######## design 1 ########
## config.mk

```make
export PLATFORM = sky130hd
export DESIGN_NAME = serie_paralelo
export DESIGN_NICKNAME = d
export VERILOG_FILES = /design/src/rtl/phy_pkg.sv /design/src/rtl/serie_paralelo.sv
export SDC_FILE = /design/constraint.sdc
export NUM_CORES = 1
export LEC_CHECK = 0
export CAP_MARGIN = 20
export CORE_UTILIZATION = 47
export CTS_BUF_LIST = sky130_fd_sc_hd__clkbuf_8 sky130_fd_sc_hd__clkbuf_16
export DETAILED_ROUTE_END_ITERATION = 8
export PLACE_DENSITY = 0.72
export SYNTH_ARGS = -nofsm -noshare
export SYNTH_HDL_FRONTEND = slang
export SYNTH_SLANG_ARGS = --single-unit
export TNS_END_PERCENT = 5
```

## constraint.sdc

```tcl
create_clock -name clk_8f -period 1.4 [get_ports clk_8f]
set_input_delay 0.35 -clock clk_8f [delete_from_list [all_inputs] [get_ports clk_8f]]
set_output_delay 0.35 -clock clk_8f [all_outputs]
set_load 0.005 [all_outputs]
```

## src/rtl/phy_pkg.sv

```systemverilog
// Shared PHY definitions: the idle/alignment character and the link state
// encoding, reused by the transmitter, the receiver and the link FSM.
package phy_pkg;

  localparam logic [7:0] COM_CHAR = 8'hBC;

  typedef enum logic [1:0] {
    SEARCH  = 2'd0,
    LOCKING = 2'd1,
    ACTIVE  = 2'd2
  } state_t;

endpackage : phy_pkg

```

## src/rtl/serie_paralelo.sv

```systemverilog
// Serial-to-parallel receiver: deserializes the MSB-first bit stream on clk_8f,
// aligns on COM characters and presents bytes with a data-valid flag.
module serie_paralelo
  import phy_pkg::*;
#(
  parameter logic [3:0] BC_COUNT = 4'd4
) (
  input  logic       clk_8f,
  input  logic       reset,
  input  logic       data_inS,
  output logic [7:0] data_outP,
  output logic       valid_out,
  output logic       byte_strobe,
  output logic       active
);

  // Only the seven most recent bits are stored; the eighth is the live input.
  logic [6:0] sr_q, sr_d;
  logic [2:0] bit_cnt_q, bit_cnt_d;
  logic [3:0] bc_cnt_q, bc_cnt_d;
  state_t     state_q, state_d;
  logic [7:0] data_q, data_d;
  logic       valid_q, valid_d;
  logic       strobe_q, strobe_d;
  logic       active_q;
  logic [7:0] win_s;
  logic       byte_done_s;

  assign win_s       = {sr_q, data_inS};
  assign byte_done_s = (bit_cnt_q == 3'd7);

  // Next-state logic: shifting, bit/COM counting, alignment FSM and byte capture.
  always_comb begin
    sr_d      = win_s[6:0];
    bit_cnt_d = bit_cnt_q + 3'd1;
    bc_cnt_d  = bc_cnt_q;
    state_d   = state_q;
    data_d    = data_q;
    valid_d   = valid_q;
    strobe_d  = 1'b0;
    case (state_q)
      SEARCH: begin
        if (win_s == COM_CHAR) begin
          bit_cnt_d = 3'd0;
          bc_cnt_d  = 4'd1;
          state_d   = LOCKING;
        end else begin
          state_d = SEARCH;
        end
      end
      LOCKING: begin
        if (byte_done_s && (win_s == COM_CHAR)) begin
          bc_cnt_d = bc_cnt_q + 4'd1;
          if ((bc_cnt_q + 4'd1) == BC_COUNT) begin
            state_d = ACTIVE;
          end else begin
            state_d = LOCKING;
          end
        end else if (byte_done_s) begin
          bc_cnt_d = 4'd0;
          state_d  = SEARCH;
        end else begin
          state_d = LOCKING;
        end
      end
      ACTIVE: begin
        // Alignment is frozen here; only reset leaves this state.
        if (byte_done_s) begin
          data_d   = win_s;
          valid_d  = (win_s != COM_CHAR);
          strobe_d = 1'b1;
        end else begin
          strobe_d = 1'b0;
        end
      end
      default: begin
        state_d  = SEARCH;
        bc_cnt_d = 4'd0;
      end
    endcase
  end

  // State and output registers with synchronous active-low reset.
  always_ff @(posedge clk_8f) begin
    if (!reset) begin
      sr_q      <= 7'd0;
      bit_cnt_q <= 3'd0;
      bc_cnt_q  <= 4'd0;
      state_q   <= SEARCH;
      data_q    <= 8'h00;
      valid_q   <= 1'b0;
      strobe_q  <= 1'b0;
      active_q  <= 1'b0;
    end else begin
      sr_q      <= sr_d;
      bit_cnt_q <= bit_cnt_d;
      bc_cnt_q  <= bc_cnt_d;
      state_q   <= state_d;
      data_q    <= data_d;
      valid_q   <= valid_d;
      strobe_q  <= strobe_d;
      active_q  <= (state_d == ACTIVE);
    end
  end

  assign data_outP   = data_q;
  assign valid_out   = valid_q;
  assign byte_strobe = strobe_q;
  assign active      = active_q;

endmodule : serie_paralelo

```

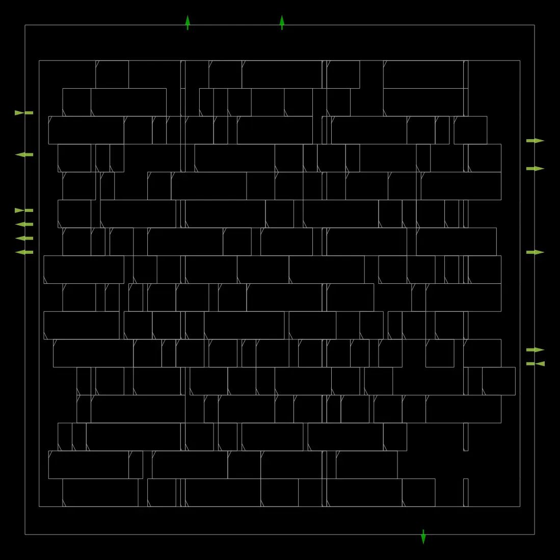
(design_1/placement.png)
Row Count: 16
Finished Layout Cells: 168

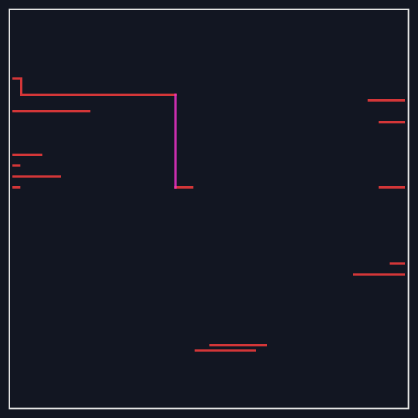
(design_1/wires.png)
Drawn at 8 px/um. Only two layers are drawn.
legend:
  red:
    layer: metal 3
    wire_length: 76.8 um
  magenta:
    layer: metal 4
    wire_length: 11.6 um

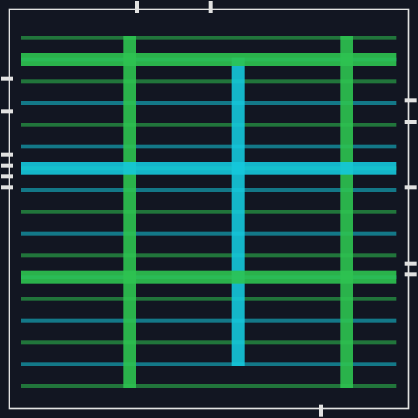
(design_1/power_grid.png)
Drawn at 8 px/um. Pins as bars on the die edge.
legend:
  cyan:
    net: VDD
  green:
    net: VSS
signal pins: 14
met1 rails: 17
met4 straps: 3

==> results.sh <==
# flow metrics
export IMPL_nWellTaps=27
export IMPL_skew_ns=0.00416
export IMPL_wl_met2_um=880
export IMPL_ys_sh_aoi_pct=16.0
export IMPL_dominant_cells="multi-input combinational cells"
export IMPL_chip_area_um2=2470
export IMPL_critPathBufInv=0
export IMPL_cts_tree="built"
export IMPL_setup_viol=1
export IMPL_logic_family="simple AND/OR/NAND/NOR gates"
export IMPL_required_ns=1.56
export IMPL_buf_share_pct=17.6
export IMPL_xor_share_pct=0.819
export IMPL_violations="setup timing"
export IMPL_core_area_um2=2040
export IMPL_path_delay_family="AND-OR/OR-AND gates"
export IMPL_areaGrowthSynthToFinish_pct=39.2
export IMPL_synth_top_cell_by_area="dfxtp_1"
export IMPL_outcome="finished with violations"
export IMPL_setup_ws_ns=-0.00669
export IMPL_synthArstFlopShare_pct=0
export IMPL_drt_pass1_iter_count=4
## through the flow
stage	setup WS (ns)	power, mW	cells
floorplan	0.0223	0.830	111
global placement	-0.419	0.851	161
detailed placement	-0.468	0.852	161
CTS	-0.0485	1.29	167
global route	-0.0550	1.34	168
finish	-0.00669	1.28	168
## timing repair
action                                  4_1_cts  5_1_grt
endpoints found under the setup margin       22       11
gates cloned                                  0        0
gates resized                                28       14
buffers inserted                              2        1
pin swaps                                     2        2

######## design 2 ########
==> design_2/power_grid.png <==
Drawn at 1 px/um. Pins as bars on the die edge.
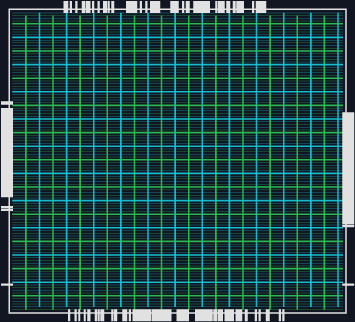
==> design_2/placement_by_type.png <==
Drawn at 1 px/um. Fill, decap, tap and diode cells in grey.
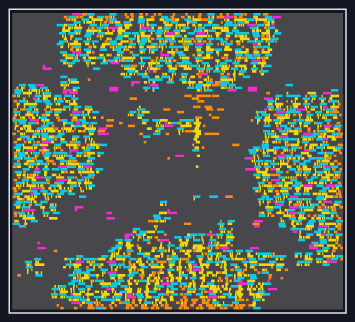
### config.mk
export PLATFORM = sky130hd
export DESIGN_NAME = fifo1c_drain
export DESIGN_NICKNAME = d
export VERILOG_FILES = /design/src/rtl/fifo1c_pkg.sv /design/src/rtl/drain_skid_buf.sv /design/src/rtl/fifo1c_drain.sv
export SDC_FILE = /design/constraint.sdc
export NUM_CORES = 1
export LEC_CHECK = 0
export CORE_ASPECT_RATIO = 0.9
export CORE_MARGIN = 2
export CORE_UTILIZATION = 27
export DETAILED_ROUTE_END_ITERATION = 7
export HOLD_SLACK_MARGIN = 0.08
export SLEW_MARGIN = 20
export SYNTH_ARGS = -nofsm -noshare
export SYNTH_HDL_FRONTEND = slang
export SYNTH_SLANG_ARGS = --single-unit
### constraint.sdc
create_clock -name clk -period 3.2 [get_ports clk]
set_input_delay 0.32 -clock clk [delete_from_list [all_inputs] [get_ports clk]]
set_output_delay 0.32 -clock clk [all_outputs]
set_load 0.1 [all_outputs]
### src/rtl/fifo1c_pkg.sv
// Shared types and constants for the FIFO drain block.
package fifo1c_pkg;

    localparam int DEF_DATA_WIDTH = 144;
    localparam int STAT_W         = 32;

    typedef enum logic [1:0] {
        ST_IDLE  = 2'd0,
        ST_RUN   = 2'd1,
        ST_FLUSH = 2'd2
    } drain_state_e;

    // Saturating increment for the statistics counters.
    function automatic logic [STAT_W-1:0] sat_inc(input logic [STAT_W-1:0] v);
        return (v == '1) ? v : v + 1'b1;
    endfunction

endpackage

### src/rtl/drain_skid_buf.sv
// Circular output buffer: registered storage, read port driven straight from
// the entry at the read pointer so the stream output has no path from din.
module drain_skid_buf
    import fifo1c_pkg::*;
#(
    parameter int DATA_WIDTH = DEF_DATA_WIDTH,
    parameter int DEPTH      = 4
) (
    input  logic                    clk,
    input  logic                    rst,
    input  logic                    clr,
    input  logic                    push,
    input  logic                    pop,
    input  logic [DATA_WIDTH-1:0]   din,
    output logic [DATA_WIDTH-1:0]   dout,
    output logic [$clog2(DEPTH):0]  count
);

    localparam int PTR_W = (DEPTH > 1) ? $clog2(DEPTH) : 1;
    localparam int CNT_W = $clog2(DEPTH) + 1;
    localparam logic [CNT_W-1:0] FULL = CNT_W'(DEPTH);
    localparam logic [PTR_W-1:0] LAST = PTR_W'(DEPTH - 1);

    logic [DEPTH-1:0][DATA_WIDTH-1:0] mem;
    logic [PTR_W-1:0]                 wr_ptr;
    logic [PTR_W-1:0]                 rd_ptr;
    logic                             do_push;
    logic                             do_pop;

    // Pointers wrap explicitly so non-power-of-two depths work.
    function automatic logic [PTR_W-1:0] ptr_inc(input logic [PTR_W-1:0] p);
        return (p == LAST) ? '0 : p + 1'b1;
    endfunction

    // A push into a full buffer is only accepted when a pop frees a slot in
    // the same cycle; a pop from an empty buffer is ignored.
    assign do_pop  = pop && (count != '0);
    assign do_push = push && ((count != FULL) || do_pop);
    assign dout    = mem[rd_ptr];

    // Pointer and occupancy tracking; clr drops every stored entry.
    always_ff @(posedge clk) begin
        if (rst || clr) begin
            wr_ptr <= '0;
            rd_ptr <= '0;
            count  <= '0;
        end else begin
            if (do_push) wr_ptr <= ptr_inc(wr_ptr);
            if (do_pop)  rd_ptr <= ptr_inc(rd_ptr);
            case ({do_push, do_pop})
                2'b10:   count <= count + 1'b1;
                2'b01:   count <= count - 1'b1;
                default: count <= count;
            endcase
        end
    end

    // Storage write; cleared on reset so the idle output reads zero.
    always_ff @(posedge clk) begin
        if (rst) begin
            mem <= '0;
        end else if (do_push && !clr) begin
            mem[wr_ptr] <= din;
        end
    end

endmodule

### src/rtl/fifo1c_drain.sv
// Drains a fixed-latency source FIFO into a valid/ready stream. Reads are
// issued only when the buffer has room for every outstanding word, so data
// returning from the FIFO is always accepted. Flush drops buffered words and
// swallows the replies of reads already in flight.
module fifo1c_drain
    import fifo1c_pkg::*;
#(
    parameter int DATA_WIDTH = DEF_DATA_WIDTH,
    parameter int RD_LAT     = 1,
    parameter int BUF_DEPTH  = 4
) (
    input  logic                  clk,
    input  logic                  rst,
    input  logic                  fifo_empty,
    input  logic [DATA_WIDTH-1:0] fifo_q,
    output logic                  fifo_rdreq,
    output logic [DATA_WIDTH-1:0] out_data,
    output logic                  out_valid,
    input  logic                  out_ready,
    input  logic                  flush,
    output logic                  busy,
    input  logic                  cnt_clr,
    output logic [STAT_W-1:0]     word_cnt,
    output logic [STAT_W-1:0]     stall_cnt
);

    localparam int CNT_W = $clog2(BUF_DEPTH) + 1;
    localparam int OCC_W = $clog2(BUF_DEPTH + RD_LAT) + 1;

    drain_state_e      state;
    drain_state_e      state_nxt;

    // vld_pipe[0] is the read issued this cycle; vld_pipe[RD_LAT] marks the
    // cycle in which its data is on fifo_q.
    logic [RD_LAT:0]   vld_pipe;
    logic [RD_LAT:1]   vld_q;
    logic [OCC_W-1:0]  infl;
    logic              any_infl;
    logic [OCC_W-1:0]  occ;

    logic [CNT_W-1:0]  buf_cnt;
    logic              buf_push;
    logic              buf_pop;
    logic              buf_clr;
    logic              flush_take;
    logic              xfer;
    logic              stall;

    logic [STAT_W-1:0] word_cnt_r;
    logic [STAT_W-1:0] stall_cnt_r;

    assign vld_pipe = {vld_q, fifo_rdreq};
    assign any_infl = |vld_q;

    // Count of reads issued whose data has not yet been written to the buffer.
    always_comb begin
        infl = '0;
        for (int i = 1; i <= RD_LAT; i++) begin
            infl = infl + OCC_W'(vld_q[i]);
        end
    end

    assign occ = OCC_W'(buf_cnt) + infl;

    // Flush only takes effect from IDLE/RUN; a repeat while flushing is ignored.
    assign flush_take = flush && (state != ST_FLUSH);

    assign fifo_rdreq = !rst && !fifo_empty && (state != ST_FLUSH) && !flush &&
                        (occ < OCC_W'(BUF_DEPTH));

    // Output comes from buffer registers only.
    assign out_valid = (buf_cnt != '0);
    assign xfer      = out_valid && out_ready && (state != ST_FLUSH);
    assign stall     = out_valid && !out_ready;

    // Returning words are dropped during the flush cycle and the FLUSH state.
    assign buf_push = vld_q[RD_LAT] && (state != ST_FLUSH) && !flush_take;
    assign buf_pop  = xfer;
    assign buf_clr  = flush_take;

    drain_skid_buf #(
        .DATA_WIDTH (DATA_WIDTH),
        .DEPTH      (BUF_DEPTH)
    ) u_buf (
        .clk   (clk),
        .rst   (rst),
        .clr   (buf_clr),
        .push  (buf_push),
        .pop   (buf_pop),
        .din   (fifo_q),
        .dout  (out_data),
        .count (buf_cnt)
    );

    // In-flight read tracking: one valid bit per cycle of FIFO read latency.
    always_ff @(posedge clk) begin
        if (rst) begin
            vld_q <= '0;
        end else begin
            vld_q <= vld_pipe[RD_LAT-1:0];
        end
    end

    // State register.
    always_ff @(posedge clk) begin
        if (rst) begin
            state <= ST_IDLE;
        end else begin
            state <= state_nxt;
        end
    end

    // Next state and busy flag.
    always_comb begin
        state_nxt = state;
        busy      = 1'b0;
        case (state)
            ST_IDLE: begin
                if (flush_take) begin
                    state_nxt = ST_FLUSH;
                end else if (fifo_rdreq) begin
                    state_nxt = ST_RUN;
                end
            end
            ST_RUN: begin
                if (flush_take) begin
                    state_nxt = ST_FLUSH;
                end else if ((buf_cnt == '0) && !any_infl && !fifo_rdreq) begin
                    state_nxt = ST_IDLE;
                end
            end
            ST_FLUSH: begin
                busy = 1'b1;
                if (!any_infl) begin
                    state_nxt = ST_IDLE;
                end
            end
            default: state_nxt = ST_IDLE;
        endcase
    end

    // Statistics: saturating, clear wins over a same-cycle increment.
    always_ff @(posedge clk) begin
        if (rst || cnt_clr) begin
            word_cnt_r  <= '0;
            stall_cnt_r <= '0;
        end else begin
            if (xfer)  word_cnt_r  <= sat_inc(word_cnt_r);
            if (stall) stall_cnt_r <= sat_inc(stall_cnt_r);
        end
    end

    assign word_cnt  = word_cnt_r;
    assign stall_cnt = stall_cnt_r;

endmodule
==> results.sh <==
# flow metrics
export IMPL_outcome="finished clean"
export IMPL_timing_critical_path_mode_cell="buf_4"
export IMPL_drt_wl_total_mm=84.6
export IMPL_ctsLongestPathBuffers=3
export IMPL_signal_buffers=409
export IMPL_arrival_ns=2.50
export IMPL_seq_power_mw=8.14
export IMPL_antenna_cells=6
export IMPL_gp_congestion=0.773
export IMPL_crit_slowest_cell="dfxtp_4"
export IMPL_clockPowerShare_pct=48.9
export IMPL_finalCritPeriodShare_pct=88.2
export IMPL_row_count=109
export IMPL_leakagePower_nw=10.9
export IMPL_place_area_um2=31300
export IMPL_met3_length_mm=5.54
export IMPL_path_delay_family="buffers and inverters"
export IMPL_grt_pass1_wl_mm=130
export IMPL_warnings=41
export IMPL_start_kind="flip-flop"
export IMPL_critical_path_cell_chain="buf_4, mux4_2, buf_4"
export IMPL_syn_inst=3139
export IMPL_vdd_drop_max_mv=0.331
export IMPL_path_max_fanout=16
export IMPL_highest_layer="met5"
export IMPL_cp_depth=3
export IMPL_buf_share_pct=11.7
export IMPL_area_leaders="dfxtp_1, nand2_1, mux4_2"
export IMPL_combGateArea_um2=12700
export IMPL_layout_top_cell="nand2_1"
export IMPL_synthArstFlopShare_pct=0
export IMPL_reg2reg_depth=8
export IMPL_whs_ns=0.349
export IMPL_cts_sinks=650
About design_2/power_grid.png:
legend:
  cyan:
    net: VDD
  green:
    net: VSS
met5 straps: 21
signal pins: 361
rows: 109
met4 straps: 24
met1 rails: 110

About design_2/placement_by_type.png:
legend:
  magenta:
    class: clock drivers and dummy loads
    cells: 133
    share_of_their_area: 7.8%
  orange:
    class: remaining buffers and delay cells
    cells: 409
    share_of_their_area: 12%
  yellow:
    class: combinational and other logic
    cells: 2249
    share_of_their_area: 40%
  cyan:
    class: sequential cells
    cells: 650
    share_of_their_area: 40%

-- cells by family after synthesis --
kind of cell               after synthesis  synth area share, %
buffers and inverters                  256                 3.77
muxes                                  146                 12.2
DFF                                    650                 48.8
xor gates and xnor gates                 7                0.230
and+or+nand+nor                       1362                 20.7
AOI/OAI and AO/OA                      709                 13.8
adders and majority gates                9                0.450
-- sequential cells by signal, indices dropped and copies added, names as in the netlist --
name,cells
any_infl,1
u_buf.wr_ptr,2
u_buf.count,3
stall_cnt,32
u_buf.mem,576
u_buf.rd_ptr,2
word_cnt,32
state,2

######## design 3 ########
==> design_3/power_grid.png <==
Drawn at 1.5 px/um. Pins as bars on the die edge.
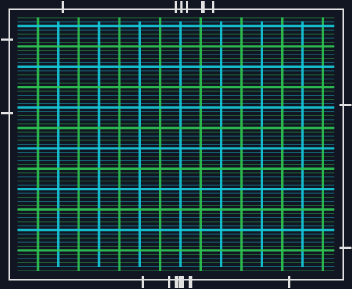
==> design_3/placement_by_type.png <==
Drawn at 1 px/um. Fill, decap, tap and diode cells in grey.
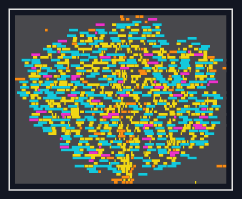
$ cat config.mk
export PLATFORM = sky130hd
export DESIGN_NAME = lut_neuron_prog_flat
export DESIGN_NICKNAME = d
export VERILOG_FILES = /design/src/rtl/lut_neuron_prog_if.sv /design/src/rtl/lut_neuron_prog.sv /design/src/flat_wrapper.sv
export SDC_FILE = /design/constraint.sdc
export NUM_CORES = 1
export LEC_CHECK = 0
export CORE_ASPECT_RATIO = 0.8
export CORE_MARGIN = 5
export CORE_UTILIZATION = 37
export DETAILED_ROUTE_END_ITERATION = 10
export SYNTH_ARGS = -nofsm -noshare
export SYNTH_HDL_FRONTEND = slang
export SYNTH_SLANG_ARGS = --single-unit
$ cat constraint.sdc
create_clock -name clk -period 2.71 [get_ports clk]
set_input_delay 0.4065 -clock clk [delete_from_list [all_inputs] [get_ports clk]]
set_output_delay 0.4065 -clock clk [all_outputs]
set_load 0.05 [all_outputs]
$ cat src/rtl/lut_neuron_prog_if.sv
// Handshake bundle for lut_neuron_prog: streaming table-config port plus
// the input/output valid/ready activation channels.
interface lut_neuron_prog_if #(
    parameter int unsigned IN_W  = 7,
    parameter int unsigned OUT_W = 2
);
    logic             cfg_start;
    logic             cfg_wvalid;
    logic [OUT_W-1:0] cfg_wdata;
    logic             cfg_done;

    logic             in_valid;
    logic             in_ready;
    logic [IN_W-1:0]  in_data;

    logic             out_valid;
    logic             out_ready;
    logic [OUT_W-1:0] out_data;
    logic             out_perr;

    modport master (
        output cfg_start, cfg_wvalid, cfg_wdata, in_valid, in_data, out_ready,
        input  cfg_done, in_ready, out_valid, out_data, out_perr
    );

    modport slave (
        input  cfg_start, cfg_wvalid, cfg_wdata, in_valid, in_data, out_ready,
        output cfg_done, in_ready, out_valid, out_data, out_perr
    );
endinterface

$ cat src/rtl/lut_neuron_prog.sv
// Runtime-programmable LUT neuron: 2^IN_W x OUT_W table loaded over a stream,
// 1-cycle registered lookup behind valid/ready. Optional macro LUT_PARITY_EN.
module lut_neuron_prog #(
    parameter int unsigned IN_W  = 7,
    parameter int unsigned OUT_W = 2
) (
    input logic              clk,
    input logic              rst_n,
    lut_neuron_prog_if.slave bus
);

    localparam int unsigned DEPTH = 1 << IN_W;
`ifdef LUT_PARITY_EN
    localparam int unsigned ENT_W = OUT_W + 1;
`else
    localparam int unsigned ENT_W = OUT_W;
`endif

    typedef enum logic [1:0] {StIdle, StLoad, StDrain, StRun} state_e;

    state_e           state_q;
    logic [IN_W-1:0]  addr_q;
    logic [ENT_W-1:0] table_q [DEPTH];
    logic             out_valid_q;
    logic [OUT_W-1:0] out_data_q;
    logic             cfg_done_q;

    logic             in_ready;
    logic             accept;
    logic             out_hs;
    logic             valid_next;
    logic             wr_en;
    logic             last_beat;
    logic [ENT_W-1:0] wr_entry;
    logic [ENT_W-1:0] rd_entry;
    logic             rd_perr;

    always_comb begin
        in_ready   = (state_q == StRun) && (!out_valid_q || bus.out_ready);
        accept     = bus.in_valid && in_ready;
        out_hs     = out_valid_q && bus.out_ready;
        valid_next = accept || (out_valid_q && !bus.out_ready);
        // A restart pulse takes priority over a coincident write beat.
        wr_en      = (state_q == StLoad) && bus.cfg_wvalid && !bus.cfg_start;
        last_beat  = wr_en && (addr_q == {IN_W{1'b1}});
        rd_entry   = table_q[bus.in_data];
`ifdef LUT_PARITY_EN
        wr_entry   = {^bus.cfg_wdata, bus.cfg_wdata};
        rd_perr    = ^rd_entry;
`else
        wr_entry   = bus.cfg_wdata;
        rd_perr    = 1'b0;
`endif
    end

    always_ff @(posedge clk or negedge rst_n) begin
        if (!rst_n) begin
            for (int i = 0; i < int'(DEPTH); i++) begin
                table_q[i] <= '0;
            end
        end else if (wr_en) begin
            table_q[addr_q] <= wr_entry;
        end
    end

`ifdef LUT_PARITY_EN
    logic out_perr_q;

    always_ff @(posedge clk or negedge rst_n) begin
        if (!rst_n) begin
            out_perr_q <= 1'b0;
        end else if (accept) begin
            out_perr_q <= rd_perr;
        end
    end

    assign bus.out_perr = out_perr_q;
`else
    logic unused_perr;
    assign unused_perr  = rd_perr;
    assign bus.out_perr = 1'b0;
`endif

    always_ff @(posedge clk or negedge rst_n) begin
        if (!rst_n) begin
            state_q     <= StIdle;
            addr_q      <= '0;
            out_valid_q <= 1'b0;
            out_data_q  <= '0;
            cfg_done_q  <= 1'b0;
        end else begin
            cfg_done_q <= 1'b0;

            if (accept) begin
                out_valid_q <= 1'b1;
                out_data_q  <= rd_entry[OUT_W-1:0];
            end else if (out_hs) begin
                out_valid_q <= 1'b0;
            end

            unique case (state_q)
                StIdle: begin
                    if (bus.cfg_start) begin
                        state_q <= StLoad;
                        addr_q  <= '0;
                    end
                end
                StLoad: begin
                    if (bus.cfg_start) begin
                        addr_q <= '0;
                    end else if (wr_en) begin
                        addr_q <= addr_q + 1'b1;
                        if (last_beat) begin
                            state_q    <= StRun;
                            cfg_done_q <= 1'b1;
                        end
                    end
                end
                StDrain: begin
                    if (!out_valid_q || out_hs) begin
                        state_q <= StLoad;
                        addr_q  <= '0;
                    end
                end
                StRun: begin
                    // Decide on the post-edge valid so a result leaving this cycle
                    // or one accepted this cycle is accounted for.
                    if (bus.cfg_start) begin
                        state_q <= valid_next ? StDrain : StLoad;
                        addr_q  <= '0;
                    end
                end
                default: state_q <= StIdle;
            endcase
        end
    end

    assign bus.in_ready  = in_ready;
    assign bus.out_valid = out_valid_q;
    assign bus.out_data  = out_data_q;
    assign bus.cfg_done  = cfg_done_q;

endmodule

$ cat src/flat_wrapper.sv
// flat-port wrapper written by rule: the top's interface ports become plain ports
module lut_neuron_prog_flat 
#(
    parameter int unsigned IN_W  = 7,
    parameter int unsigned OUT_W = 2
)
  (clk, rst_n, bus_cfg_start, bus_cfg_wvalid, bus_cfg_wdata, bus_in_valid, bus_in_data, bus_out_ready, bus_cfg_done, bus_in_ready, bus_out_valid, bus_out_data, bus_out_perr);
  lut_neuron_prog_if #(.IN_W(IN_W), .OUT_W(OUT_W)) bus_i ();
  input logic clk;
  input logic rst_n;
  input wire logic [$bits(bus_i.cfg_start)-1:0] bus_cfg_start;
  input wire logic [$bits(bus_i.cfg_wvalid)-1:0] bus_cfg_wvalid;
  input wire logic [$bits(bus_i.cfg_wdata)-1:0] bus_cfg_wdata;
  input wire logic [$bits(bus_i.in_valid)-1:0] bus_in_valid;
  input wire logic [$bits(bus_i.in_data)-1:0] bus_in_data;
  input wire logic [$bits(bus_i.out_ready)-1:0] bus_out_ready;
  output wire logic [$bits(bus_i.cfg_done)-1:0] bus_cfg_done;
  output wire logic [$bits(bus_i.in_ready)-1:0] bus_in_ready;
  output wire logic [$bits(bus_i.out_valid)-1:0] bus_out_valid;
  output wire logic [$bits(bus_i.out_data)-1:0] bus_out_data;
  output wire logic [$bits(bus_i.out_perr)-1:0] bus_out_perr;
  assign bus_i.cfg_start = bus_cfg_start;
  assign bus_i.cfg_wvalid = bus_cfg_wvalid;
  assign bus_i.cfg_wdata = bus_cfg_wdata;
  assign bus_i.in_valid = bus_in_valid;
  assign bus_i.in_data = bus_in_data;
  assign bus_i.out_ready = bus_out_ready;
  assign bus_cfg_done = bus_i.cfg_done;
  assign bus_in_ready = bus_i.in_ready;
  assign bus_out_valid = bus_i.out_valid;
  assign bus_out_data = bus_i.out_data;
  assign bus_out_perr = bus_i.out_perr;
  lut_neuron_prog #(.IN_W(IN_W), .OUT_W(OUT_W)) u_core (.clk(clk), .rst_n(rst_n), .bus(bus_i));
endmodule
==> results.sh <==
# flow metrics
export IMPL_die_h_um=179
export IMPL_critPathCaptureType="flip-flop"
export IMPL_insertion_delay_ns=0.55
export IMPL_outcome="finished clean"
export IMPL_gp_congestion=0.911
export IMPL_syn_inst=1027
export IMPL_ant_nets=0
export IMPL_most_common_cell="dfrtp_1"
export IMPL_drt_pass1_iter_count=4
export IMPL_clockPowerShare_pct=44.3
export IMPL_logic_family="multiplexers"
export IMPL_m1WireLength_mm=16.9
export IMPL_regArea_um2=6730
export IMPL_clock_cell_area_share_pct=6.60
export IMPL_buf_share_pct=4.93
export IMPL_via_count=8655
export IMPL_largest_reg_flops=256
export IMPL_critPathBufInv=1
export IMPL_yosys_stat_area_um2=13300
export IMPL_criticalPathCategory="flip-flop to flip-flop"
export IMPL_finalCritPeriodShare_pct=88.9
export IMPL_worstHoldStart="bus_cfg_wdata[1]"
export IMPL_ys_seq_share_pct=50.8
## Picture notes: design_3/power_grid.png
legend:
  green:
    net: VSS
  cyan:
    net: VDD
rows: 62
met5 straps: 12

## Picture notes: design_3/placement_by_type.png
legend:
  cyan:
    class: sequential cells
    cells: 269
    share_of_their_area: 46%
  magenta:
    class: clock drivers and dummy loads
    cells: 53
    share_of_their_area: 6.9%
  yellow:
    class: combinational and other logic
    cells: 689
    share_of_their_area: 42%
  orange:
    class: remaining buffers and delay cells
    cells: 73
    share_of_their_area: 5.1%

==> how the worst max path moves through the flow <==
stage / start / to / slack (ns) / cells after the start
3_5_place_dp: bus_in_data[1] / u_core.bus.out_data[1] / 0.04 / 8
3_3_place_gp: bus_in_data[1] / u_core.bus.out_data[1] / -0.09 / 8
5_1_grt: u_core.state_q[1] / u_core.table_q[2] / 0.14 / 7
2_1_floorplan: u_core.state_q[1] / u_core.table_q[114] / 0.50 / 8
6_report: u_core.state_q[1] / u_core.table_q[184] / 0.30 / 7
4_1_cts: u_core.state_q[1] / u_core.table_q[184] / 0.30 / 7

######## design 4 ########
`config.mk`:
```
export PLATFORM = sky130hd
export DESIGN_NAME = hd44780_cmd_queue_flat
export DESIGN_NICKNAME = d
export VERILOG_FILES = /design/src/rtl/hd44780_cmd_queue_pkg.sv /design/src/rtl/hd44780_cmd_queue_if.sv /design/src/rtl/hd44780_cmd_fifo.sv /design/src/rtl/hd44780_cmd_queue.sv /design/src/flat_wrapper.sv
export SDC_FILE = /design/constraint.sdc
export NUM_CORES = 1
export LEC_CHECK = 0
export ABC_CLOCK_PERIOD_IN_PS = 4800
export CAP_MARGIN = 5
export CORE_MARGIN = 3
export CORE_UTILIZATION = 50
export DETAILED_ROUTE_END_ITERATION = 12
export GPL_TIMING_DRIVEN = 1
export PLACE_DENSITY_LB_ADDON = 0.1
export SETUP_SLACK_MARGIN = 0.4
export SLEW_MARGIN = 0
export SYNTH_ARGS = -nofsm -noshare
export SYNTH_HDL_FRONTEND = slang
export SYNTH_SLANG_ARGS = --single-unit
```
`constraint.sdc`:
```
create_clock -name CLK_I -period 4.8 [get_ports CLK_I]
set_clock_uncertainty 0.1 [all_clocks]
set_input_delay 0.96 -clock CLK_I [delete_from_list [all_inputs] [get_ports CLK_I]]
set_output_delay 0.96 -clock CLK_I [all_outputs]
set_load 0.02 [all_outputs]
```
`src/rtl/hd44780_cmd_queue_pkg.sv`:
```
// Shared types and default timing constants for the HD44780 command queue.
// Entries are {rs, byte}; the delay defaults assume a 48 MHz clock.
package hd44780_cmd_queue_pkg;

   localparam int H4_DELAY_53US   = 2544;
   localparam int H4_DELAY_1P52MS = 72960;

   localparam int CQ_DEPTH      = 16;
   localparam int CQ_ADDR_BITS  = 4;
   localparam int CQ_TIMER_BITS = 17;

   typedef struct packed {
      logic       rs;
      logic [7:0] data;
   } lcd_entry_t;

   // Clear display (0x01) and return home (0x02/0x03) need the long execution delay.
   function automatic logic isLongCmd(lcd_entry_t e);
      return (e.rs == 1'b0) && (e.data[7:2] == 6'b000000) && (e.data != 8'h00);
   endfunction

endpackage

```
`src/rtl/hd44780_cmd_queue_if.sv`:
```
// Host push port plus bytesender drain port of the HD44780 command queue.
// The slave modport is the queue itself; the master side is the host/bytesender.
interface hd44780_cmd_queue_if #(parameter int ADDR_BITS = 4);

   logic                 STB_I;
   logic                 i_rs;
   logic [7:0]           i_data;
   logic                 o_full;
   logic                 o_empty;
   logic [ADDR_BITS:0]   o_count;
   logic                 o_ovf;
   logic                 o_busy;
   logic                 o_bs_stb;
   logic                 o_bs_rs;
   logic [7:0]           o_bs_data;
   logic                 i_bs_busy;

   modport slave (
      input  STB_I, i_rs, i_data, i_bs_busy,
      output o_full, o_empty, o_count, o_ovf, o_busy, o_bs_stb, o_bs_rs, o_bs_data
   );

   modport master (
      output STB_I, i_rs, i_data, i_bs_busy,
      input  o_full, o_empty, o_count, o_ovf, o_busy, o_bs_stb, o_bs_rs, o_bs_data
   );

endinterface

```
`src/rtl/hd44780_cmd_fifo.sv`:
```
// Synchronous show-ahead FIFO of {rs, byte} entries with occupancy count.
// Push is refused when full and pop when empty, so callers may strobe freely.
module hd44780_cmd_fifo
   import hd44780_cmd_queue_pkg::*;
#(
   parameter int DEPTH     = CQ_DEPTH,
   parameter int ADDR_BITS = CQ_ADDR_BITS
) (
   input  logic               CLK_I,
   input  logic               RST_N_I,
   input  logic               i_push,
   input  logic               i_pop,
   input  lcd_entry_t         i_wdata,
   output lcd_entry_t         o_rdata,
   output logic               o_full,
   output logic               o_empty,
   output logic [ADDR_BITS:0] o_count
);

   localparam logic [ADDR_BITS:0] FULL_COUNT = (ADDR_BITS + 1)'(DEPTH);

   lcd_entry_t             r_mem [DEPTH];
   logic [ADDR_BITS-1:0]   r_wrPtr;
   logic [ADDR_BITS-1:0]   r_rdPtr;
   logic [ADDR_BITS:0]     r_count;
   logic                   w_full;
   logic                   w_empty;
   logic                   w_push;
   logic                   w_pop;

   assign w_full  = (r_count == FULL_COUNT);
   assign w_empty = (r_count == '0);
   assign w_push  = i_push & ~w_full;
   assign w_pop   = i_pop & ~w_empty;

   always_ff @(posedge CLK_I) begin
      if (w_push) r_mem[r_wrPtr] <= i_wdata;
   end

   // Pointers wrap naturally because DEPTH is a power of two.
   always_ff @(posedge CLK_I or negedge RST_N_I) begin
      if (!RST_N_I) begin
         r_wrPtr <= '0;
         r_rdPtr <= '0;
         r_count <= '0;
      end else begin
         if (w_push) r_wrPtr <= r_wrPtr + 1'b1;
         if (w_pop)  r_rdPtr <= r_rdPtr + 1'b1;
         case ({w_push, w_pop})
            2'b10:   r_count <= r_count + 1'b1;
            2'b01:   r_count <= r_count - 1'b1;
            default: r_count <= r_count;
         endcase
      end
   end

   assign o_rdata = r_mem[r_rdPtr];
   assign o_full  = w_full;
   assign o_empty = w_empty;
   assign o_count = r_count;

endmodule

```
`src/rtl/hd44780_cmd_queue.sv`:
```
// Buffers host LCD writes and drains them one at a time into the bytesender,
// inserting the HD44780 execution delay (long after clear/home) between writes.
module hd44780_cmd_queue
   import hd44780_cmd_queue_pkg::*;
#(
   parameter int DEPTH      = CQ_DEPTH,
   parameter int ADDR_BITS  = CQ_ADDR_BITS,
   parameter int DLY_SHORT  = H4_DELAY_53US,
   parameter int DLY_LONG   = H4_DELAY_1P52MS,
   parameter int TIMER_BITS = CQ_TIMER_BITS
) (
   input  logic              CLK_I,
   input  logic              RST_N_I,
   hd44780_cmd_queue_if.slave bus
);

   localparam logic [2:0] ST_IDLE    = 3'd0;
   localparam logic [2:0] ST_STROBE  = 3'd1;
   localparam logic [2:0] ST_WAIT_HI = 3'd2;
   localparam logic [2:0] ST_WAIT_LO = 3'd3;
   localparam logic [2:0] ST_DELAY   = 3'd4;

   localparam logic [TIMER_BITS-1:0] T_SHORT = TIMER_BITS'(DLY_SHORT);
   localparam logic [TIMER_BITS-1:0] T_LONG  = TIMER_BITS'(DLY_LONG);

   logic [2:0]            r_state;
   logic                  r_bsRs;
   logic [7:0]            r_bsData;
   logic                  r_long;
   logic                  r_ovf;
   logic [TIMER_BITS-1:0] r_timer;
   lcd_entry_t            w_head;
   lcd_entry_t            w_wdata;
   logic                  w_full;
   logic                  w_empty;
   logic [ADDR_BITS:0]    w_count;
   logic                  w_pop;

   assign w_wdata = {bus.i_rs, bus.i_data};
   assign w_pop   = (r_state == ST_IDLE) & ~w_empty & ~bus.i_bs_busy;

   hd44780_cmd_fifo #(
      .DEPTH     (DEPTH),
      .ADDR_BITS (ADDR_BITS)
   ) u_fifo (
      .CLK_I   (CLK_I),
      .RST_N_I (RST_N_I),
      .i_push  (bus.STB_I),
      .i_pop   (w_pop),
      .i_wdata (w_wdata),
      .o_rdata (w_head),
      .o_full  (w_full),
      .o_empty (w_empty),
      .o_count (w_count)
   );

   always_ff @(posedge CLK_I or negedge RST_N_I) begin
      if (!RST_N_I) r_ovf <= 1'b0;
      else if (bus.STB_I & w_full) r_ovf <= 1'b1;
   end

   // Drain FSM: the latched byte stays on o_bs_data until the next pop.
   always_ff @(posedge CLK_I or negedge RST_N_I) begin
      if (!RST_N_I) begin
         r_state  <= ST_IDLE;
         r_bsRs   <= 1'b0;
         r_bsData <= 8'h00;
         r_long   <= 1'b0;
         r_timer  <= '0;
      end else begin
         case (r_state)
            ST_IDLE: begin
               if (w_pop) begin
                  r_bsRs   <= w_head.rs;
                  r_bsData <= w_head.data;
                  r_long   <= isLongCmd(w_head);
                  r_state  <= ST_STROBE;
               end
            end
            ST_STROBE:  r_state <= ST_WAIT_HI;
            ST_WAIT_HI: if (bus.i_bs_busy) r_state <= ST_WAIT_LO;
            ST_WAIT_LO: begin
               if (!bus.i_bs_busy) begin
                  r_timer <= r_long ? T_LONG : T_SHORT;
                  r_state <= ST_DELAY;
               end
            end
            ST_DELAY: begin
               r_timer <= r_timer - 1'b1;
               if (r_timer == TIMER_BITS'(1)) r_state <= ST_IDLE;
            end
            default: r_state <= ST_IDLE;
         endcase
      end
   end

   assign bus.o_bs_stb  = (r_state == ST_STROBE);
   assign bus.o_bs_rs   = r_bsRs;
   assign bus.o_bs_data = r_bsData;
   assign bus.o_full    = w_full;
   assign bus.o_empty   = w_empty;
   assign bus.o_count   = w_count;
   assign bus.o_ovf     = r_ovf;
   assign bus.o_busy    = ~w_empty | (r_state != ST_IDLE);

endmodule
```
`src/flat_wrapper.sv`:
```
// flat-port wrapper written by rule: the top's interface ports become plain ports
module hd44780_cmd_queue_flat import hd44780_cmd_queue_pkg::*;
#(
   parameter int DEPTH      = CQ_DEPTH,
   parameter int ADDR_BITS  = CQ_ADDR_BITS,
   parameter int DLY_SHORT  = H4_DELAY_53US,
   parameter int DLY_LONG   = H4_DELAY_1P52MS,
   parameter int TIMER_BITS = CQ_TIMER_BITS
)
  (CLK_I, RST_N_I, bus_STB_I, bus_i_rs, bus_i_data, bus_i_bs_busy, bus_o_full, bus_o_empty, bus_o_count, bus_o_ovf, bus_o_busy, bus_o_bs_stb, bus_o_bs_rs, bus_o_bs_data);
  hd44780_cmd_queue_if #(.ADDR_BITS(ADDR_BITS)) bus_i ();
  input  logic CLK_I;
  input  logic RST_N_I;
  input wire logic [$bits(bus_i.STB_I)-1:0] bus_STB_I;
  input wire logic [$bits(bus_i.i_rs)-1:0] bus_i_rs;
  input wire logic [$bits(bus_i.i_data)-1:0] bus_i_data;
  input wire logic [$bits(bus_i.i_bs_busy)-1:0] bus_i_bs_busy;
  output wire logic [$bits(bus_i.o_full)-1:0] bus_o_full;
  output wire logic [$bits(bus_i.o_empty)-1:0] bus_o_empty;
  output wire logic [$bits(bus_i.o_count)-1:0] bus_o_count;
  output wire logic [$bits(bus_i.o_ovf)-1:0] bus_o_ovf;
  output wire logic [$bits(bus_i.o_busy)-1:0] bus_o_busy;
  output wire logic [$bits(bus_i.o_bs_stb)-1:0] bus_o_bs_stb;
  output wire logic [$bits(bus_i.o_bs_rs)-1:0] bus_o_bs_rs;
  output wire logic [$bits(bus_i.o_bs_data)-1:0] bus_o_bs_data;
  assign bus_i.STB_I = bus_STB_I;
  assign bus_i.i_rs = bus_i_rs;
  assign bus_i.i_data = bus_i_data;
  assign bus_i.i_bs_busy = bus_i_bs_busy;
  assign bus_o_full = bus_i.o_full;
  assign bus_o_empty = bus_i.o_empty;
  assign bus_o_count = bus_i.o_count;
  assign bus_o_ovf = bus_i.o_ovf;
  assign bus_o_busy = bus_i.o_busy;
  assign bus_o_bs_stb = bus_i.o_bs_stb;
  assign bus_o_bs_rs = bus_i.o_bs_rs;
  assign bus_o_bs_data = bus_i.o_bs_data;
  hd44780_cmd_queue #(.DEPTH(DEPTH), .ADDR_BITS(ADDR_BITS), .DLY_SHORT(DLY_SHORT), .DLY_LONG(DLY_LONG), .TIMER_BITS(TIMER_BITS)) u_core (.CLK_I(CLK_I), .RST_N_I(RST_N_I), .bus(bus_i));
endmodule
```
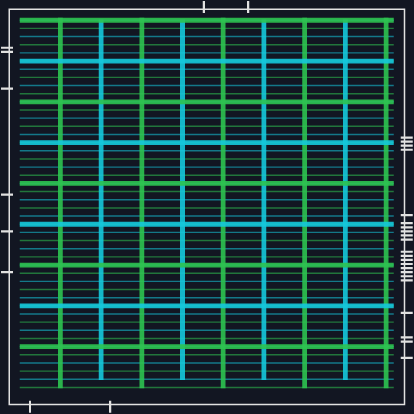
(design_4/power_grid.png)
Drawn at 3 px/um. Pins as bars on the die edge.
legend:
  cyan:
    net: VDD
  green:
    net: VSS
rows: 45
met5 straps: 9
signal pins: 32

==> results.sh <==
# flow metrics
export IMPL_critPathCaptureType="flip-flop"
export IMPL_cts_made_buffers=17
export IMPL_ios=32
export IMPL_met1_usage_pct=25.4
export IMPL_outcome="finished clean"
export IMPL_synth_warning_count=0
export IMPL_slew_viol_final=0
export IMPL_ys_flop_type="edfxtp_1"
export IMPL_required_ns=5.06
export IMPL_highest_layer="met4"
export IMPL_instances_no_fill=739
export IMPL_drt_iter0_drc=256
export IMPL_path_delay_family="simple AND/OR/NAND/NOR gates"
export IMPL_xor_share_pct=1.56
export IMPL_criticalPathCategory="input pin to flip-flop"
export IMPL_nWellTaps=211
export IMPL_critPathBufInv=2
export IMPL_m1WireLength_mm=6.81
export IMPL_endpoint="u_core.u_fifo.o_count[4]"
export IMPL_insertion_delay_ns=0.43
export IMPL_worstHoldStart="u_core.bus.o_ovf"
export IMPL_drc_errors=0
export IMPL_grt_usage_pct=18.8
export IMPL_core_area_um2=15300
export IMPL_ys_sh_aoi_pct=4.32
export IMPL_reg2reg_depth=12
export IMPL_drive_gt1_share_pct=17.6
export IMPL_inverters_excl_clock=12
export IMPL_buf_share_pct=4.25
export IMPL_overflow=0
export IMPL_combGateArea_um2=2250
export IMPL_ant_nets=0
export IMPL_cts_sinks=188
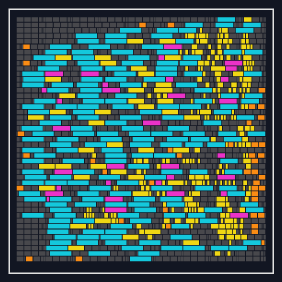
(design_4/placement_by_type.png)
Drawn at 2 px/um. Fill, decap, tap and diode cells in grey.
legend:
  cyan:
    class: sequential cells
    cells: 188
    share_of_their_area: 62%
  magenta:
    class: clock drivers and dummy loads
    cells: 32
    share_of_their_area: 6.7%
  yellow:
    class: combinational and other logic
    cells: 267
    share_of_their_area: 26%
  orange:
    class: remaining buffers and delay cells
    cells: 41
    share_of_their_area: 4.4%

==> power breakdown <==
group / total [mW] / switching (mW) / internal (mW) / leakage, nW
Sequential: 2.39 / 0.351 / 2.04 / 1.83
Combinational: 1.53 / 0.768 / 0.763 / 0.980
Clock: 1.38 / 0.640 / 0.735 / 0.274
==> per-stage QoR <==
step                area, um2  power, mW  utilization, %
finish                   8950       5.29            58.6
global route             8950       5.59            58.6
CTS                      8950       5.34            58.6
detailed placement       8360       3.96            54.8
global placement         8360       3.92            54.8
floorplan                7840       3.44               -

######## design 5 ########
**config.mk**
```make
export PLATFORM = sky130hd
export DESIGN_NAME = mem_access_stage
export DESIGN_NICKNAME = d
export VERILOG_FILES = /design/src/rtl/mem_op_pkg.sv /design/src/rtl/mem_lane_align.sv /design/src/rtl/mem_access_stage.sv
export SDC_FILE = /design/constraint.sdc
export NUM_CORES = 1
export LEC_CHECK = 0
export CORE_UTILIZATION = 45
export CTS_CLUSTER_DIAMETER = 60
export DETAILED_ROUTE_END_ITERATION = 7
export PLACE_DENSITY_LB_ADDON = 0.15
export SLEW_MARGIN = 10
export SYNTH_ARGS = -nofsm -noshare
export SYNTH_HDL_FRONTEND = slang
export SYNTH_HIERARCHICAL = 1
export SYNTH_SLANG_ARGS = --single-unit
```
**constraint.sdc**
```tcl
create_clock -name clk -period 5.3 [get_ports clk]
set_clock_uncertainty 0.05 [all_clocks]
set_input_delay 1.325 -clock clk [delete_from_list [all_inputs] [get_ports clk]]
set_output_delay 1.325 -clock clk [all_outputs]
set_load 0.03 [all_outputs]
```
**src/rtl/mem_op_pkg.sv**
```systemverilog
// Shared definitions for the memory-access stage: load/store op codes,
// FSM state encoding and op-classification helpers.
package mem_op_pkg;

  localparam logic [7:0] OP_LB  = 8'h20;
  localparam logic [7:0] OP_LBU = 8'h21;
  localparam logic [7:0] OP_LH  = 8'h22;
  localparam logic [7:0] OP_LHU = 8'h23;
  localparam logic [7:0] OP_LW  = 8'h24;
  localparam logic [7:0] OP_SB  = 8'h28;
  localparam logic [7:0] OP_SH  = 8'h29;
  localparam logic [7:0] OP_SW  = 8'h2B;

  typedef enum logic [0:0] {
    ST_IDLE = 1'b0,
    ST_WAIT = 1'b1
  } mem_state_t;

  function automatic logic is_load(input logic [7:0] op);
    return (op == OP_LB) || (op == OP_LBU) || (op == OP_LH) ||
           (op == OP_LHU) || (op == OP_LW);
  endfunction

  function automatic logic is_store(input logic [7:0] op);
    return (op == OP_SB) || (op == OP_SH) || (op == OP_SW);
  endfunction

endpackage

```
**src/rtl/mem_lane_align.sv**
```systemverilog
// Byte-lane steering: builds store lane enables/data, extends load data and
// flags misaligned halfword/word accesses.
module mem_lane_align
  import mem_op_pkg::*;
(
  input  logic [7:0]  op,
  input  logic [1:0]  addr_lo,
  input  logic [31:0] store_data,
  input  logic [31:0] load_word,
  output logic [3:0]  sel,
  output logic [31:0] wdata,
  output logic [31:0] load_data,
  output logic        misalign
);

  logic [7:0]  load_bytes [4];
  logic [7:0]  byte_pick;
  logic [15:0] half_pick;

  for (genvar gi = 0; gi < 4; gi++) begin : g_lanes
    assign load_bytes[gi] = load_word[8*gi +: 8];
  end

  assign byte_pick = load_bytes[addr_lo];
  assign half_pick = addr_lo[1] ? load_word[31:16] : load_word[15:0];

  always_comb begin
    sel       = 4'b1111;
    wdata     = store_data;
    load_data = load_word;
    misalign  = 1'b0;
    case (op)
      OP_LB:  load_data = {{24{byte_pick[7]}}, byte_pick};
      OP_LBU: load_data = {24'h0, byte_pick};
      OP_LH: begin
        load_data = {{16{half_pick[15]}}, half_pick};
        misalign  = addr_lo[0];
      end
      OP_LHU: begin
        load_data = {16'h0, half_pick};
        misalign  = addr_lo[0];
      end
      OP_LW:  misalign = (addr_lo != 2'b00);
      OP_SB: begin
        sel   = 4'b0001 << addr_lo;
        wdata = {4{store_data[7:0]}};
      end
      OP_SH: begin
        sel      = addr_lo[1] ? 4'b1100 : 4'b0011;
        wdata    = {2{store_data[15:0]}};
        misalign = addr_lo[0];
      end
      OP_SW:  misalign = (addr_lo != 2'b00);
      default: ;
    endcase
  end

endmodule

```
**src/rtl/mem_access_stage.sv**
```systemverilog
// MEM stage: runs loads/stores over a req/ack bus, stalls upstream while an
// access is outstanding, and registers the write-back triple for WB.
module mem_access_stage
  import mem_op_pkg::*;
#(
  parameter int TIMEOUT_CYCLES = 16
) (
  input  logic        clk,
  input  logic        reset,
  input  logic [7:0]  aluop_MEM,
  input  logic [31:0] mem_address_MEM,
  input  logic [31:0] reg_operation2_value_MEM,
  input  logic        is_write_MEM,
  input  logic [4:0]  write_regAddress_MEM,
  input  logic [31:0] write_regValue_MEM,
  output logic        mem_req,
  output logic        mem_we,
  output logic [3:0]  mem_sel,
  output logic [31:0] mem_addr,
  output logic [31:0] mem_wdata,
  input  logic        mem_ack,
  input  logic [31:0] mem_rdata,
  output logic        stall_req,
  output logic        is_write_WB,
  output logic [4:0]  write_regAddress_WB,
  output logic [31:0] write_regValue_WB,
  output logic        misalign_err,
  output logic        bus_err
);

  localparam int CNT_W = $clog2(TIMEOUT_CYCLES);

  mem_state_t       state_reg;
  logic [CNT_W-1:0] wait_cnt_reg;
  logic [7:0]       op_kind_reg;
  logic [1:0]       addr_lo_reg;
  logic [4:0]       rd_reg;

  logic [7:0]  align_op;
  logic [1:0]  align_addr_lo;
  logic [3:0]  align_sel;
  logic [31:0] align_wdata;
  logic [31:0] align_load_data;
  logic        align_misalign;
  logic        is_mem_op;
  logic        timeout_hit;

  // In WAIT the aligner works on the latched op so load extension uses the
  // kind/offset captured at request time.
  assign align_op      = (state_reg == ST_WAIT) ? op_kind_reg : aluop_MEM;
  assign align_addr_lo = (state_reg == ST_WAIT) ? addr_lo_reg : mem_address_MEM[1:0];
  assign is_mem_op     = is_load(aluop_MEM) || is_store(aluop_MEM);
  assign timeout_hit   = (wait_cnt_reg == CNT_W'(TIMEOUT_CYCLES - 1));

  mem_lane_align u_align (
    .op         (align_op),
    .addr_lo    (align_addr_lo),
    .store_data (reg_operation2_value_MEM),
    .load_word  (mem_rdata),
    .sel        (align_sel),
    .wdata      (align_wdata),
    .load_data  (align_load_data),
    .misalign   (align_misalign)
  );

  // Gated by reset so stall drops the moment reset is asserted.
  always_comb begin
    stall_req = 1'b0;
    if (reset) begin
      case (state_reg)
        ST_IDLE: stall_req = is_mem_op && !align_misalign;
        ST_WAIT: stall_req = !mem_ack && !timeout_hit;
        default: stall_req = 1'b0;
      endcase
    end
  end

  always_ff @(posedge clk or negedge reset) begin
    if (!reset) begin
      state_reg           <= ST_IDLE;
      wait_cnt_reg        <= '0;
      op_kind_reg         <= '0;
      addr_lo_reg         <= '0;
      rd_reg              <= '0;
      mem_req             <= 1'b0;
      mem_we              <= 1'b0;
      mem_sel             <= '0;
      mem_addr            <= '0;
      mem_wdata           <= '0;
      is_write_WB         <= 1'b0;
      write_regAddress_WB <= '0;
      write_regValue_WB   <= '0;
      misalign_err        <= 1'b0;
      bus_err             <= 1'b0;
    end else begin
      misalign_err <= 1'b0;
      bus_err      <= 1'b0;
      case (state_reg)
        ST_IDLE: begin
          if (!is_mem_op) begin
            is_write_WB         <= is_write_MEM;
            write_regAddress_WB <= write_regAddress_MEM;
            write_regValue_WB   <= write_regValue_MEM;
          end else if (align_misalign) begin
            misalign_err <= 1'b1;
            is_write_WB  <= 1'b0;
          end else begin
            mem_req      <= 1'b1;
            mem_we       <= is_store(aluop_MEM);
            mem_sel      <= align_sel;
            mem_addr     <= {mem_address_MEM[31:2], 2'b00};
            mem_wdata    <= align_wdata;
            op_kind_reg  <= aluop_MEM;
            addr_lo_reg  <= mem_address_MEM[1:0];
            rd_reg       <= write_regAddress_MEM;
            wait_cnt_reg <= '0;
            is_write_WB  <= 1'b0;
            state_reg    <= ST_WAIT;
          end
        end
        ST_WAIT: begin
          if (mem_ack) begin
            if (is_load(op_kind_reg)) begin
              is_write_WB         <= 1'b1;
              write_regAddress_WB <= rd_reg;
              write_regValue_WB   <= align_load_data;
            end else begin
              is_write_WB <= 1'b0;
            end
            mem_req   <= 1'b0;
            state_reg <= ST_IDLE;
          end else if (timeout_hit) begin
            mem_req     <= 1'b0;
            bus_err     <= 1'b1;
            is_write_WB <= 1'b0;
            state_reg   <= ST_IDLE;
          end else begin
            wait_cnt_reg <= wait_cnt_reg + 1'b1;
          end
        end
        default: state_reg <= ST_IDLE;
      endcase
    end
  end

endmodule

```
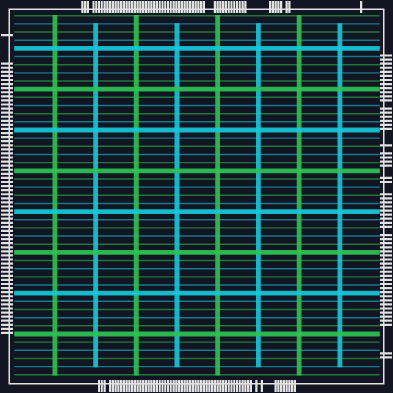
(design_5/power_grid.png)
Drawn at 3 px/um. Pins as bars on the die edge.
legend:
  green:
    net: VSS
  cyan:
    net: VDD
met5 straps: 8
met4 straps: 8
rows: 44
met1 rails: 45

==> results.sh <==
# flow metrics
export IMPL_fillers=1073
export IMPL_comb_cell_share_pct=32.6
export IMPL_power_clock_mw=1.16
export IMPL_drt_wl_total_mm=17.8
export IMPL_crit_slowest_cell="clkdlybuf4s50_1"
export IMPL_dominant_cells="multi-input combinational cells"
export IMPL_outcome="finished clean"
export IMPL_worstHoldStart="op_kind_reg[5]"
export IMPL_path_max_fanout=18
export IMPL_hold_viol=0
export IMPL_regArea_um2=3200
export IMPL_xor_share_pct=0.260
export IMPL_gp_congestion=0.822
export IMPL_ios=256
export IMPL_areaGrowthSynthToFinish_pct=47.0
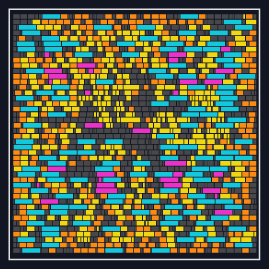
(design_5/placement_by_type.png)
Drawn at 2 px/um. Fill, decap, tap and diode cells in grey.
legend:
  magenta:
    class: clock drivers and dummy loads
    cells: 31
    share_of_their_area: 6.1%
  cyan:
    class: sequential cells
    cells: 128
    share_of_their_area: 33%
  yellow:
    class: combinational and other logic
    cells: 346
    share_of_their_area: 34%
  orange:
    class: remaining buffers and delay cells
    cells: 265
    share_of_their_area: 27%

-- synthesized netlist by cell type (3+ instances only) --
master     count  area [um2]
a2bb2oi_1      8        70.1
nor2_1        12        45.0
mux2_2       148        1670
buf_4         10        75.1
o21bai_1       4        30.0
inv_1          5        18.8
nor3_1         3        15.0
mux2_4        29         435
o21ai_0       20         100
buf_6          3        33.8
a21o_1        23         173
buf_12         3        60.1
nand2b_1       4        25.0
and2_1         4        25.0
nand2_1       18        67.6
mux2i_1       15         150
a211oi_1       6        45.0
nand3_1       12        60.1
a21oi_1        3        15.0
clkbuf_1      16        60.1
dfrtp_1      128        3200
buf_2          9        45.0


==> notes/layouts.md <==
Pictures saved along the way, in no particular order.

Cell outlines without signal wires.
Plate I
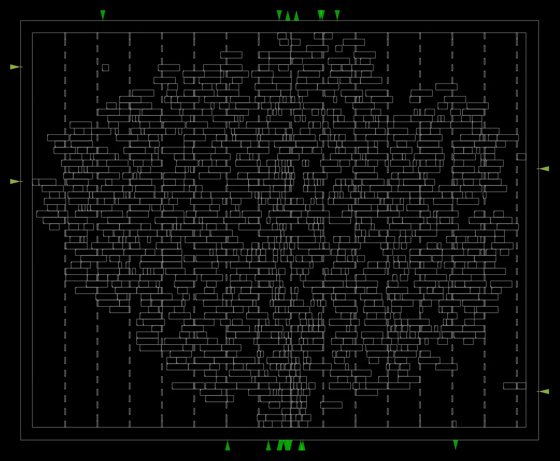
Plate II
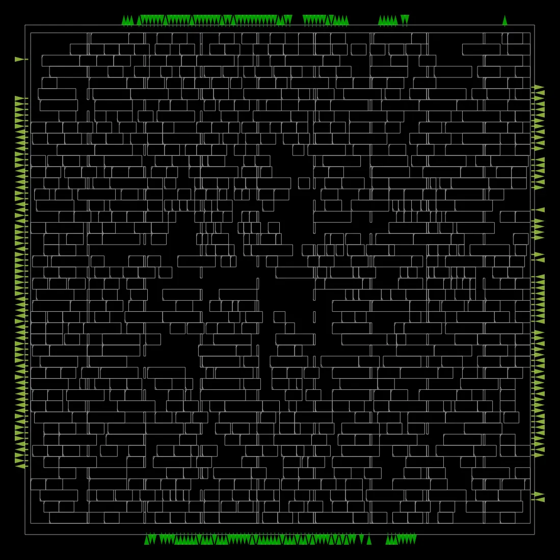
Plate III
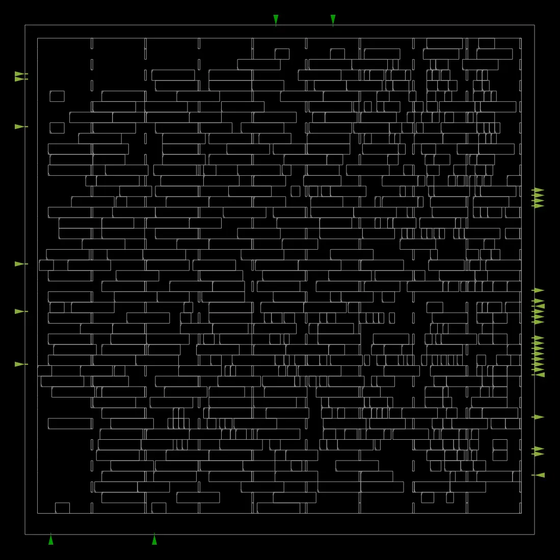
Plate IV
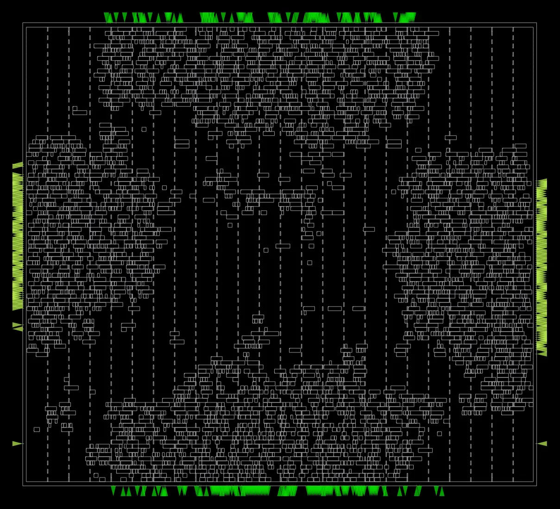
For design 2, see Plate IV.
For design 3, see Plate I.
For design 4, see Plate III.
For design 5, see Plate II.
Of these, most cells: Plate IV
Of these, most sequential cells: Plate IV

Power is estimated from default activity; no workload was simulated.
